==================== block 1
**Block 1: register map, names as in the netlist**

Bar = 20 um. Other sequential cells in the stronger gray, the rest of the logic in the fainter gray.
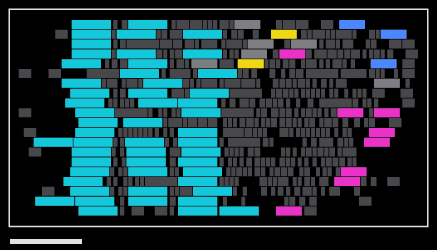

<file path="config.mk">
export PLATFORM = sky130hd
export DESIGN_NAME = shift_cmd_queue
export DESIGN_NICKNAME = d
export VERILOG_FILES = /design/src/rtl/shift_cmd_queue_pkg.sv /design/src/rtl/shift_cmd_queue_shifter.sv /design/src/rtl/shift_cmd_queue.sv
export SDC_FILE = /design/constraint.sdc
export NUM_CORES = 1
export LEC_CHECK = 0
export ABC_AREA = 1
export CORE_ASPECT_RATIO = 0.5
export CORE_MARGIN = 2
export CORE_UTILIZATION = 58
export DETAILED_ROUTE_END_ITERATION = 16
export PLACE_DENSITY = 0.88
export SKIP_LAST_GASP = 1
export SLEW_MARGIN = 20
export SYNTH_ARGS = -nofsm -noshare
export SYNTH_HDL_FRONTEND = slang
export SYNTH_SLANG_ARGS = --single-unit
</file>
<file path="constraint.sdc">
create_clock -name clk -period 2.6 [get_ports clk]
set_input_delay 0.52 -clock clk [delete_from_list [all_inputs] [get_ports clk]]
set_output_delay 0.52 -clock clk [all_outputs]
set_load 0.005 [all_outputs]
</file>
<file path="src/rtl/shift_cmd_queue_pkg.sv">
// Shared definitions for the shift command queue:
// op encodings and the command bundle.
package shift_cmd_queue_pkg;

    localparam logic [1:0] OP_LEFT_LOGICAL  = 2'b00;
    localparam logic [1:0] OP_RIGHT_LOGICAL = 2'b10;
    localparam logic [1:0] OP_RIGHT_ARITH   = 2'b11;
    localparam logic [1:0] OP_PASSTHRU      = 2'b01;

    localparam int CMD_DATA_W = 8;
    localparam int CMD_SA_W   = $clog2(CMD_DATA_W);

    typedef struct packed {
        logic [CMD_DATA_W-1:0] data;
        logic                  right;
        logic                  arith;
        logic [CMD_SA_W-1:0]   sa;
    } cmd_t;

endpackage

</file>
<file path="src/rtl/shift_cmd_queue_shifter.sv">
// Combinational barrel shifter: logical left/right,
// arithmetic right, and pass-through on the unused encoding.
module barrel_shifter
    import shift_cmd_queue_pkg::*;
#(
    parameter int DATA_LENGTH = 8,
    parameter int SA_W        = $clog2(DATA_LENGTH)
) (
    input  logic [DATA_LENGTH-1:0] data,
    input  logic                   right,
    input  logic                   arith,
    input  logic [SA_W-1:0]        sa,
    output logic [DATA_LENGTH-1:0] result
);

    always_comb begin
        result = data;
        unique case ({right, arith})
            OP_LEFT_LOGICAL:  result = data << sa;
            OP_RIGHT_LOGICAL: result = data >> sa;
            OP_RIGHT_ARITH:   result = $signed(data) >>> sa;
            OP_PASSTHRU:      result = data;
        endcase
    end

endmodule

</file>
<file path="src/rtl/shift_cmd_queue.sv">
// Buffered shift command front-end: FIFO of commands,
// one shifter on the head, registered result stage.
module shift_cmd_queue
    import shift_cmd_queue_pkg::*;
#(
    parameter int DATA_LENGTH = 8,
    parameter int DEPTH       = 4,
    parameter int SA_W        = $clog2(DATA_LENGTH),
    parameter int PW          = $clog2(DEPTH),
    parameter int CW          = $clog2(DEPTH) + 1
) (
    input  logic                   clk,
    input  logic                   rst_n,
    input  logic                   in_valid,
    output logic                   in_ready,
    input  logic [DATA_LENGTH-1:0] in_data,
    input  logic                   in_right,
    input  logic                   in_arith,
    input  logic [SA_W-1:0]        in_sa,
    output logic                   out_valid,
    input  logic                   out_ready,
    output logic [DATA_LENGTH-1:0] out_data,
    output logic                   out_passthru,
    output logic [CW-1:0]          level
);

    typedef struct packed {
        logic [DATA_LENGTH-1:0] data;
        logic                   right;
        logic                   arith;
        logic [SA_W-1:0]        sa;
    } entry_t;

    entry_t                 mem [DEPTH];
    logic   [PW-1:0]        wr_ptr;
    logic   [PW-1:0]        rd_ptr;
    logic   [CW-1:0]        count;
    entry_t                 head;
    logic   [DATA_LENGTH-1:0] shifted;
    logic                   push;
    logic                   load_en;

    assign in_ready = rst_n && (count < CW'(DEPTH));
    assign push     = in_valid && in_ready;
    assign load_en  = (count != '0) && (!out_valid || out_ready);
    assign head     = mem[rd_ptr];
    assign level    = count;

    barrel_shifter #(
        .DATA_LENGTH(DATA_LENGTH),
        .SA_W       (SA_W)
    ) u_shifter (
        .data  (head.data),
        .right (head.right),
        .arith (head.arith),
        .sa    (head.sa),
        .result(shifted)
    );

    // Storage needs no reset; count alone defines validity.
    always_ff @(posedge clk) begin
        if (push) begin
            mem[wr_ptr] <= '{data: in_data, right: in_right,
                             arith: in_arith, sa: in_sa};
        end
    end

    always_ff @(posedge clk) begin
        if (!rst_n) begin
            wr_ptr <= '0;
            rd_ptr <= '0;
            count  <= '0;
        end else begin
            if (push)
                wr_ptr <= wr_ptr + PW'(1);
            if (load_en)
                rd_ptr <= rd_ptr + PW'(1);
            case ({push, load_en})
                2'b10:   count <= count + CW'(1);
                2'b01:   count <= count - CW'(1);
                default: count <= count;
            endcase
        end
    end

    always_ff @(posedge clk) begin
        if (!rst_n) begin
            out_valid    <= 1'b0;
            out_data     <= '0;
            out_passthru <= 1'b0;
        end else if (load_en) begin
            out_valid    <= 1'b1;
            out_data     <= shifted;
            out_passthru <= ({head.right, head.arith} == OP_PASSTHRU);
        end else if (out_valid && out_ready) begin
            out_valid <= 1'b0;
        end
    end

endmodule

</file>
==================== block 2
<file path="src/rtl/edge_period_meter.sv">
// -----------------------------------------------------------------------------
// edge_period_meter
//
// Sequences a measurement window over single-cycle edge pulses coming out of
// the receiver's synchronizing edge detector. After `start` the block waits
// for an arming edge, then counts clk cycles until N_EDGES further edges have
// been seen. A watchdog aborts the window with a timeout result if the edge
// stream goes quiet for TIMEOUT_CYC cycles.
//
// Ports:
//   clk           system clock
//   rst           synchronous active-high reset
//   start         begin a measurement (only looked at while idle)
//   abort         cancel an armed or running measurement, no result pulse
//   edge_in       single-cycle edge pulse, synchronous to clk
//   busy          high while armed or measuring
//   done          one-cycle pulse when a result (normal or timeout) is valid
//   timeout       result flag: watchdog expired (held until next start)
//   period_count  clk cycles from arming edge to final edge (held)
//   edge_count    edges captured after the arming edge (held)
// -----------------------------------------------------------------------------
module edge_period_meter #(
    parameter int N_EDGES     = 16,
    parameter int CNT_W       = 24,
    parameter int TIMEOUT_CYC = 65535
) (
    input  logic                             clk,
    input  logic                             rst,
    input  logic                             start,
    input  logic                             abort,
    input  logic                             edge_in,
    output logic                             busy,
    output logic                             done,
    output logic                             timeout,
    output logic [CNT_W-1:0]                 period_count,
    output logic [$clog2(N_EDGES+1)-1:0]     edge_count
);

    localparam int ECW  = $clog2(N_EDGES + 1);
    localparam int WD_W = $clog2(TIMEOUT_CYC + 1);

    // Edge count value that, with one more edge, closes the window.
    localparam logic [ECW-1:0]   ECNT_LAST = ECW'(N_EDGES - 1);
    localparam logic [WD_W-1:0]  WD_LAST   = WD_W'(TIMEOUT_CYC - 1);
    localparam logic [CNT_W-1:0] CNT_MAX   = {CNT_W{1'b1}};
    localparam logic [CNT_W-1:0] CNT_ONE   = CNT_W'(1);

    typedef enum logic [1:0] {
        IDLE    = 2'd0,
        ARM     = 2'd1,
        MEASURE = 2'd2
    } state_t;

    state_t             state_q,   state_d;
    logic [CNT_W-1:0]   cnt_q,     cnt_d;
    logic [WD_W-1:0]    wd_q,      wd_d;
    logic               done_q,    done_d;
    logic               timeout_q, timeout_d;
    logic [CNT_W-1:0]   period_q,  period_d;
    logic [ECW-1:0]     ecnt_q,    ecnt_d;

    logic               wd_expire;
    logic [CNT_W-1:0]   cnt_inc;

    // Watchdog expiry only matters when no edge arrives in the same cycle;
    // the edge branches below are checked first so the edge wins.
    assign wd_expire = (wd_q == WD_LAST);

    // Cycle counter saturates instead of wrapping so a very slow input reads
    // as "at least full scale" rather than a small bogus period.
    assign cnt_inc = (cnt_q == CNT_MAX) ? cnt_q : cnt_q + CNT_ONE;

    // ------------------------------------------------------------------
    // State register
    // ------------------------------------------------------------------
    always_ff @(posedge clk) begin
        if (rst) begin
            state_q   <= IDLE;
            cnt_q     <= '0;
            wd_q      <= '0;
            done_q    <= 1'b0;
            timeout_q <= 1'b0;
            period_q  <= '0;
            ecnt_q    <= '0;
        end else begin
            state_q   <= state_d;
            cnt_q     <= cnt_d;
            wd_q      <= wd_d;
            done_q    <= done_d;
            timeout_q <= timeout_d;
            period_q  <= period_d;
            ecnt_q    <= ecnt_d;
        end
    end

    // ------------------------------------------------------------------
    // Next-state and datapath
    // Priority inside a busy state: abort, then edge, then watchdog expiry.
    // ------------------------------------------------------------------
    always_comb begin
        state_d   = state_q;
        cnt_d     = cnt_q;
        wd_d      = wd_q;
        done_d    = 1'b0;
        timeout_d = timeout_q;
        period_d  = period_q;
        ecnt_d    = ecnt_q;

        case (state_q)
            IDLE: begin
                // Results are held here until the next accepted start,
                // which clears them on the way into ARM.
                if (start && !abort) begin
                    state_d   = ARM;
                    timeout_d = 1'b0;
                    period_d  = '0;
                    ecnt_d    = '0;
                    wd_d      = '0;
                end
            end

            ARM: begin
                if (abort) begin
                    state_d = IDLE;
                end else if (edge_in) begin
                    // Arming edge: the cycle after it counts as cycle 1.
                    state_d = MEASURE;
                    cnt_d   = CNT_ONE;
                    wd_d    = '0;
                end else if (wd_expire) begin
                    state_d   = IDLE;
                    done_d    = 1'b1;
                    timeout_d = 1'b1;
                    period_d  = '0;
                end else begin
                    wd_d = wd_q + 1'b1;
                end
            end

            MEASURE: begin
                if (abort) begin
                    // Partial edge count is kept; period stays at the 0
                    // written on entry to ARM.
                    state_d = IDLE;
                end else if (edge_in) begin
                    ecnt_d = ecnt_q + 1'b1;
                    wd_d   = '0;
                    cnt_d  = cnt_inc;
                    if (ecnt_q == ECNT_LAST) begin
                        // Current count spans arming edge to this final edge.
                        period_d = cnt_q;
                        state_d  = IDLE;
                        done_d   = 1'b1;
                    end
                end else if (wd_expire) begin
                    state_d   = IDLE;
                    done_d    = 1'b1;
                    timeout_d = 1'b1;
                    period_d  = '0;
                end else begin
                    wd_d  = wd_q + 1'b1;
                    cnt_d = cnt_inc;
                end
            end

            default: begin
                state_d = IDLE;
            end
        endcase
    end

    // ------------------------------------------------------------------
    // Outputs
    // ------------------------------------------------------------------
    assign busy         = (state_q != IDLE);
    assign done         = done_q;
    assign timeout      = timeout_q;
    assign period_count = period_q;
    assign edge_count   = ecnt_q;

endmodule

</file>
<file path="config.mk">
export PLATFORM = sky130hd
export DESIGN_NAME = edge_period_meter
export DESIGN_NICKNAME = d
export VERILOG_FILES = /design/src/rtl/edge_period_meter.sv
export SDC_FILE = /design/constraint.sdc
export NUM_CORES = 1
export LEC_CHECK = 0
export CAP_MARGIN = 20
export CORE_UTILIZATION = 30
export CTS_CLUSTER_DIAMETER = 50
export DETAILED_ROUTE_END_ITERATION = 10
export SLEW_MARGIN = 30
export SYNTH_ARGS = -nofsm -noshare
export SYNTH_HDL_FRONTEND = slang
export SYNTH_SLANG_ARGS = --single-unit
export TNS_END_PERCENT = 20
</file>
<file path="constraint.sdc">
create_clock -name clk -period 2 [get_ports clk]
set_input_delay 0.3 -clock clk [delete_from_list [all_inputs] [get_ports clk]]
set_output_delay 0.3 -clock clk [all_outputs]
set_load 0.02 [all_outputs]
</file>
==================== block 3
$ cat src/rtl/dac_spi_pkg.sv
// -----------------------------------------------------------------------------
// dac_spi_pkg
// Shared constants, the framing FSM state type and the frame builder for the
// serial DAC streamer.
// -----------------------------------------------------------------------------
package dac_spi_pkg;

   localparam int         FRAME_BITS = 16;
   localparam logic [1:0] CTRL_BITS  = 2'b00;
   localparam logic [3:0] PAD_BITS   = 4'b0000;

   typedef enum logic [0:0] {
      IDLE  = 1'b0,
      SHIFT = 1'b1
   } state_t;

   // Frame layout, MSB first: channel/command, control, DAC code, padding.
   function automatic logic [FRAME_BITS-1:0] build_frame(input logic [1:0] sel,
                                                         input logic [7:0] code);
      return {sel, CTRL_BITS, code, PAD_BITS};
   endfunction

endpackage

$ cat src/rtl/dac_spi_if.sv
// -----------------------------------------------------------------------------
// dac_spi_if
// Bundles the DAC code inputs and the 3-wire serial DAC pins.
//   serial_data [7:0] : DAC code
//   select_flag [1:0] : channel/command bits
//   sclk              : serial clock, idles high
//   sync              : frame enable, active low
//   dac_din           : serial data, MSB first
// master = the streamer (drives the pins), slave = code source / DAC side.
// -----------------------------------------------------------------------------
interface dac_spi_if;
   logic [7:0] serial_data;
   logic [1:0] select_flag;
   logic       sclk;
   logic       sync;
   logic       dac_din;

   modport master (
      input  serial_data,
      input  select_flag,
      output sclk,
      output sync,
      output dac_din
   );

   modport slave (
      output serial_data,
      output select_flag,
      input  sclk,
      input  sync,
      input  dac_din
   );
endinterface

$ cat src/rtl/dac_spi_clkdiv.sv
// -----------------------------------------------------------------------------
// dac_spi_clkdiv
// Free-running divider that strobes o_half_tick once every DIV_HALF clocks.
//   i_clk       : system clock
//   i_rst       : synchronous active-high reset
//   o_half_tick : high while the divider sits at its last count; the edge
//                 that sees it high is a half-tick edge
// -----------------------------------------------------------------------------
module dac_spi_clkdiv #(
   parameter int DIV_HALF = 2
) (
   input  logic i_clk,
   input  logic i_rst,
   output logic o_half_tick
);

   // A 1-bit counter is kept for DIV_HALF=1; it simply never leaves zero.
   localparam int            DW       = (DIV_HALF > 1) ? $clog2(DIV_HALF) : 1;
   localparam logic [DW-1:0] DIV_LAST = DW'(DIV_HALF - 1);

   logic [DW-1:0] r_div;

   // Divider: counts 0..DIV_HALF-1 and wraps.
   always_ff @(posedge i_clk) begin
      if (i_rst) begin
         r_div <= '0;
      end else if (r_div == DIV_LAST) begin
         r_div <= '0;
      end else begin
         r_div <= r_div + DW'(1);
      end
   end

   assign o_half_tick = (r_div == DIV_LAST);

endmodule

$ cat src/rtl/dac_spi_top.sv
// -----------------------------------------------------------------------------
// dac_spi_top
// Streams 16-bit frames {select_flag, 2'b00, serial_data, 4'b0000} to a serial
// DAC, back to back, with IDLE_SCLKS sclk periods of sync high between frames.
//   clk_in : system clock
//   rst    : synchronous active-high reset (aborts any frame in flight)
//   dac    : dac_spi_if master (inputs sampled at frame start, pins driven)
// -----------------------------------------------------------------------------
module dac_spi_top
   import dac_spi_pkg::*;
#(
   parameter int DIV_HALF   = 2,
   parameter int IDLE_SCLKS = 2
) (
   input  logic      clk_in,
   input  logic      rst,
   dac_spi_if.master dac
);

   localparam int            IDLE_TICKS = 2 * IDLE_SCLKS;
   localparam int            IW         = (IDLE_TICKS > 1) ? $clog2(IDLE_TICKS) : 1;
   localparam logic [IW-1:0] IDLE_LAST  = IW'(IDLE_TICKS - 1);
   localparam int            BW         = $clog2(FRAME_BITS);
   localparam logic [BW-1:0] BIT_LAST   = BW'(FRAME_BITS - 1);

   logic                  w_tick;
   logic [FRAME_BITS-1:0] w_frame;

   state_t                r_state,    w_state;
   logic [IW-1:0]         r_idle_cnt, w_idle_cnt;
   logic [BW-1:0]         r_bit_cnt,  w_bit_cnt;
   // Remaining bits after the one currently on dac_din.
   logic [FRAME_BITS-2:0] r_shift,    w_shift;
   logic                  r_sclk,     w_sclk;
   logic                  r_sync,     w_sync;
   logic                  r_din,      w_din;

   dac_spi_clkdiv #(.DIV_HALF(DIV_HALF)) u_clkdiv (
      .i_clk       (clk_in),
      .i_rst       (rst),
      .o_half_tick (w_tick)
   );

   assign w_frame = build_frame(dac.select_flag, dac.serial_data);

   // State and output registers; everything changes only on half-tick edges.
   always_ff @(posedge clk_in) begin
      if (rst) begin
         r_state    <= IDLE;
         r_idle_cnt <= '0;
         r_bit_cnt  <= '0;
         r_shift    <= '0;
         r_sclk     <= 1'b1;
         r_sync     <= 1'b1;
         r_din      <= 1'b0;
      end else begin
         r_state    <= w_state;
         r_idle_cnt <= w_idle_cnt;
         r_bit_cnt  <= w_bit_cnt;
         r_shift    <= w_shift;
         r_sclk     <= w_sclk;
         r_sync     <= w_sync;
         r_din      <= w_din;
      end
   end

   // Next-state and next-output logic for the framing FSM.
   always_comb begin
      w_state    = r_state;
      w_idle_cnt = r_idle_cnt;
      w_bit_cnt  = r_bit_cnt;
      w_shift    = r_shift;
      w_sclk     = r_sclk;
      w_sync     = r_sync;
      w_din      = r_din;
      case (r_state)
         IDLE: begin
            if (w_tick) begin
               if (r_idle_cnt == IDLE_LAST) begin
                  // Latch the word here so mid-frame input changes are ignored.
                  w_idle_cnt = '0;
                  w_bit_cnt  = '0;
                  w_din      = w_frame[FRAME_BITS-1];
                  w_shift    = w_frame[FRAME_BITS-2:0];
                  w_sync     = 1'b0;
                  w_state    = SHIFT;
               end else begin
                  w_idle_cnt = r_idle_cnt + IW'(1);
               end
            end else begin
               w_idle_cnt = r_idle_cnt;
            end
         end
         SHIFT: begin
            if (w_tick) begin
               if (r_sclk) begin
                  // Falling edge: the DAC samples dac_din here.
                  w_sclk = 1'b0;
               end else begin
                  // Rising edge: the only place dac_din is allowed to move.
                  w_sclk = 1'b1;
                  if (r_bit_cnt == BIT_LAST) begin
                     w_sync  = 1'b1;
                     w_din   = 1'b0;
                     w_state = IDLE;
                  end else begin
                     w_bit_cnt = r_bit_cnt + BW'(1);
                     w_din     = r_shift[FRAME_BITS-2];
                     w_shift   = {r_shift[FRAME_BITS-3:0], 1'b0};
                  end
               end
            end else begin
               w_sclk = r_sclk;
            end
         end
         default: begin
            w_state    = IDLE;
            w_idle_cnt = '0;
            w_sclk     = 1'b1;
            w_sync     = 1'b1;
            w_din      = 1'b0;
         end
      endcase
   end

   assign dac.sclk    = r_sclk;
   assign dac.sync    = r_sync;
   assign dac.dac_din = r_din;

endmodule

$ cat src/flat_wrapper.sv
// flat-port wrapper written by rule: the top's interface ports become plain ports
module dac_spi_top_flat import dac_spi_pkg::*;
#(
   parameter int DIV_HALF   = 2,
   parameter int IDLE_SCLKS = 2
)
  (clk_in, rst, dac_serial_data, dac_select_flag, dac_sclk, dac_sync, dac_dac_din);
  dac_spi_if dac_i ();
  input  logic clk_in;
  input  logic rst;
  input wire logic [$bits(dac_i.serial_data)-1:0] dac_serial_data;
  input wire logic [$bits(dac_i.select_flag)-1:0] dac_select_flag;
  output wire logic [$bits(dac_i.sclk)-1:0] dac_sclk;
  output wire logic [$bits(dac_i.sync)-1:0] dac_sync;
  output wire logic [$bits(dac_i.dac_din)-1:0] dac_dac_din;
  assign dac_i.serial_data = dac_serial_data;
  assign dac_i.select_flag = dac_select_flag;
  assign dac_sclk = dac_i.sclk;
  assign dac_sync = dac_i.sync;
  assign dac_dac_din = dac_i.dac_din;
  dac_spi_top #(.DIV_HALF(DIV_HALF), .IDLE_SCLKS(IDLE_SCLKS)) u_core (.clk_in(clk_in), .rst(rst), .dac(dac_i));
endmodule
$ cat config.mk
export PLATFORM = sky130hd
export DESIGN_NAME = dac_spi_top_flat
export DESIGN_NICKNAME = d
export VERILOG_FILES = /design/src/rtl/dac_spi_pkg.sv /design/src/rtl/dac_spi_if.sv /design/src/rtl/dac_spi_clkdiv.sv /design/src/rtl/dac_spi_top.sv /design/src/flat_wrapper.sv
export SDC_FILE = /design/constraint.sdc
export NUM_CORES = 1
export LEC_CHECK = 0
export ABC_CLOCK_PERIOD_IN_PS = 1330
export CAP_MARGIN = 20
export CELL_PAD_IN_SITES_DETAIL_PLACEMENT = 1
export CELL_PAD_IN_SITES_GLOBAL_PLACEMENT = 2
export CORE_AREA = 2 2 47 92
export DETAILED_ROUTE_END_ITERATION = 10
export DIE_AREA = 0 0 49 94
export GPL_TIMING_DRIVEN = 0
export PLACE_DENSITY = 0.71
export SKIP_CTS_REPAIR_TIMING = 1
export SLEW_MARGIN = 20
export SYNTH_ARGS = -nofsm -noshare
export SYNTH_HDL_FRONTEND = slang
export SYNTH_HIERARCHICAL = 1
export SYNTH_SLANG_ARGS = --single-unit
$ cat constraint.sdc
create_clock -name clk_in -period 1.33 [get_ports clk_in]
set_input_delay 0.133 -clock clk_in [delete_from_list [all_inputs] [get_ports clk_in]]
set_output_delay 0.133 -clock clk_in [all_outputs]
set_load 0.03 [all_outputs]
**Block 1: zoomed window**

Window x 72 to 102, y 0 to 30 um. Cells in gray, sequential cells in the stronger gray; small squares are vias.
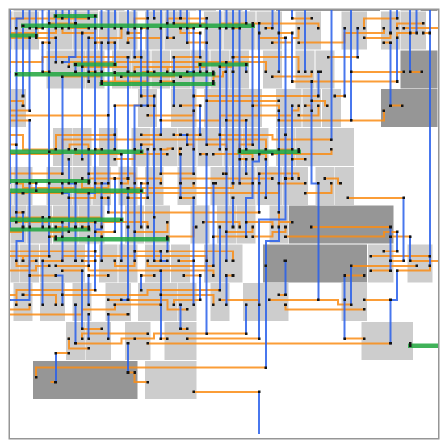
| layer | color |
|---|---|
| metal 3 | green |
| metal 2 | blue |
| metal 1 | orange |
most frequent: nand2_1 (35), nand3_1 (16), nor2_1 (9)
netlist names of flops here include: `out_data` (4)
sequential cells in the window: 4
cells with their middle in the window: 95

Notes on 'register map, names as in the netlist' of block 1 above:
| signal | color | flops |
|---|---|---|
| `out_data` | magenta | 8 |
| `mem` | cyan | 52 |
| `level` | blue | 3 |
| `rd_ptr` | yellow | 2 |

==> qor.yml, block 1 <==
status: "complete, no violations"
synthTopCellsByCount: "nand2_1, edfxtp_1, nand3_1"
setup_viol: 0
avgSynthCellArea_um2: 8.49
ff_count: 71
logic_gates: 294
p_switching_w: 0.00210
path_class: "in2out"
synth_area_um2: 3610
sh_seq_area_pct: 45.3
grt_pass1_wl_mm: 12.7
antenna_found_initial: 0
postCtsSetupBuffers: 0
yosysTopAreaCell: "edfxtp_1"
largest_reg_flops: 52
cts_hold_buf: 0
holdCritPathClass: "reg2reg"
yosys.area.top_type_share_pct: 43.3
drtAntennaViolNets: 0
**Block 3: cell sizes after repair**

Bar = 10 um.
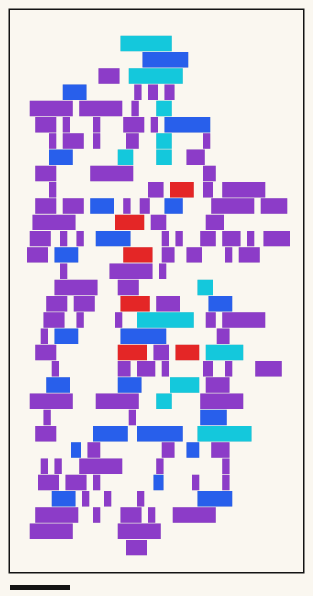
| size | color | cells |
|---|---|---|
| _2 cells | blue | 21 |
| _3 and _4 cells | cyan | 12 |
| _0 and _1 cells | purple | 103 |
| _6 and larger | red | 6 |
final setup margin: -0.108 ns
Buffers, non-clock: 26
Synth-to-Final Area Change: 31.3%
Design Area, Final: 1490 um^2

==> qor.yml, block 3 <==
status: "complete, but fails checks"
violations: "negative setup slack"
tightestPinTransition_ns: 0.559
finalPower_w: 0.00129
clock_power_share_pct: 38.4
worst_path_dominant_cell_family: "AND-OR/OR-AND gates"
largest_reg_flops: 11
yosys.stat.seqShare_pct: 38.9
ys_ff: 22
setup_viol: 12
top_layer_used: "met4"
worst-path-buf-inv: 1
grt_start_max_net_pins: 13
slew_violations: 0
worst-path-stages: 5
routedLengthMet1_mm: 1.09
layout.nets: 157
synthMuxAreaShare_pct: 15.9
fin_cells: 193
fp_nets: 133
clockBufferDepth: 2
yosys.area.top_type_share_pct: 38.9
setup.worst_path.end: "u_core/r_shift[4]$_SDFFE_PP0P_"
antenna_found_initial: 0
ff_type: "dfxtp_1"
setup_ws_ns: -0.108
netlist_instances: 119
dp_cells: 184
pwr-share-seq_pct: 52.0
reg2regPathDepth: 5
**Block 2: zoomed window**

Window x 71 to 101, y 14 to 44 um. Cells in gray, sequential cells in the stronger gray; small squares are vias.
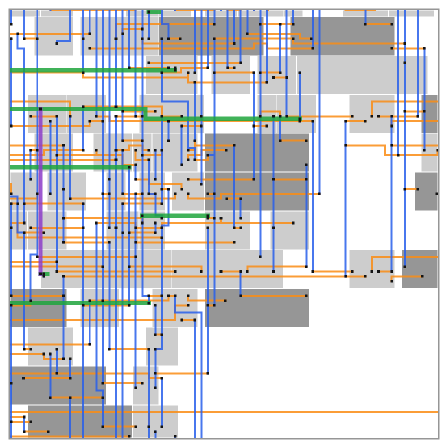
| layer | color |
|---|---|
| metal 3 | green |
| metal 2 | blue |
| metal 4 | purple |
| metal 1 | orange |
netlist names of flops here include: `cnt_q` (6), `period_count` (2)
cells with their middle in the window: 43
most frequent: buf_4 (12), dfxtp_1 (8), a22o_1 (4)
sequential cells in the window: 8

==> qor.yml, block 2 <==
cap_viol_max_count: 0
synthTopCellsByArea: "dfxtp_1, a22o_1, a31oi_1"
routedLengthMet1_mm: 5.22
drtAntennaViolNets: 0
status: "complete, no violations"
yosys.area_share.aoi_pct: 28.5
yosysCellCount: 450
power_leader: "clock"
met3_length_um: 721
leakage_nw: 2.02
cp.required_ns: 2.28
clkbuf_count: 11
path_class: "reg2reg"
final_area_um2: 5590
xor_area_share_pct: 0.459
detailed_place.area_um2: 5040
sh_seq_area_pct: 26.3
layout.area.comb_um2: 2320
postLayoutCoreUtil_pct: 45.8
crit_chain: "ha_4 -> nand4_4 -> buf_6 -> nor4_4 -> buf_4 -> nand4_1 -> or4_1 -> a31oi_1"


==> gallery <==
Clock wires, drivers and flops.
picture 1
Bar = 20 um.
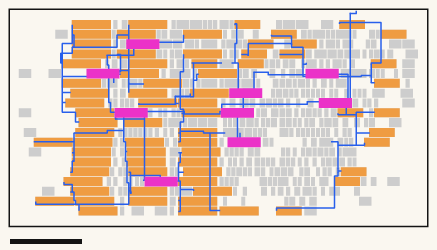
picture 2
Bar = 10 um.
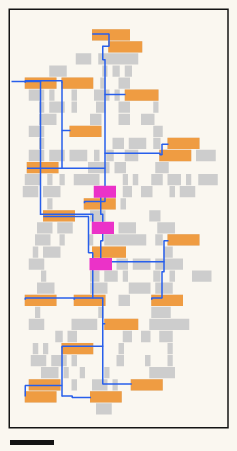
picture 3
Bar = 20 um.
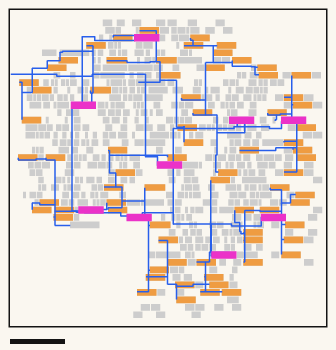
| picture | from |
|---|---|
| picture 3 | block 2 |
| picture 1 | block 1 |
| picture 2 | block 3 |
- largest die: picture 3

Key to picture 2:
[clock wires] blue | length: 337 um
[flip-flops] orange | count: 22
[clock drivers] magenta | count: 3
flops lie: widely spread

Power figures rest on the tool's default switching activity, not on a simulated workload.
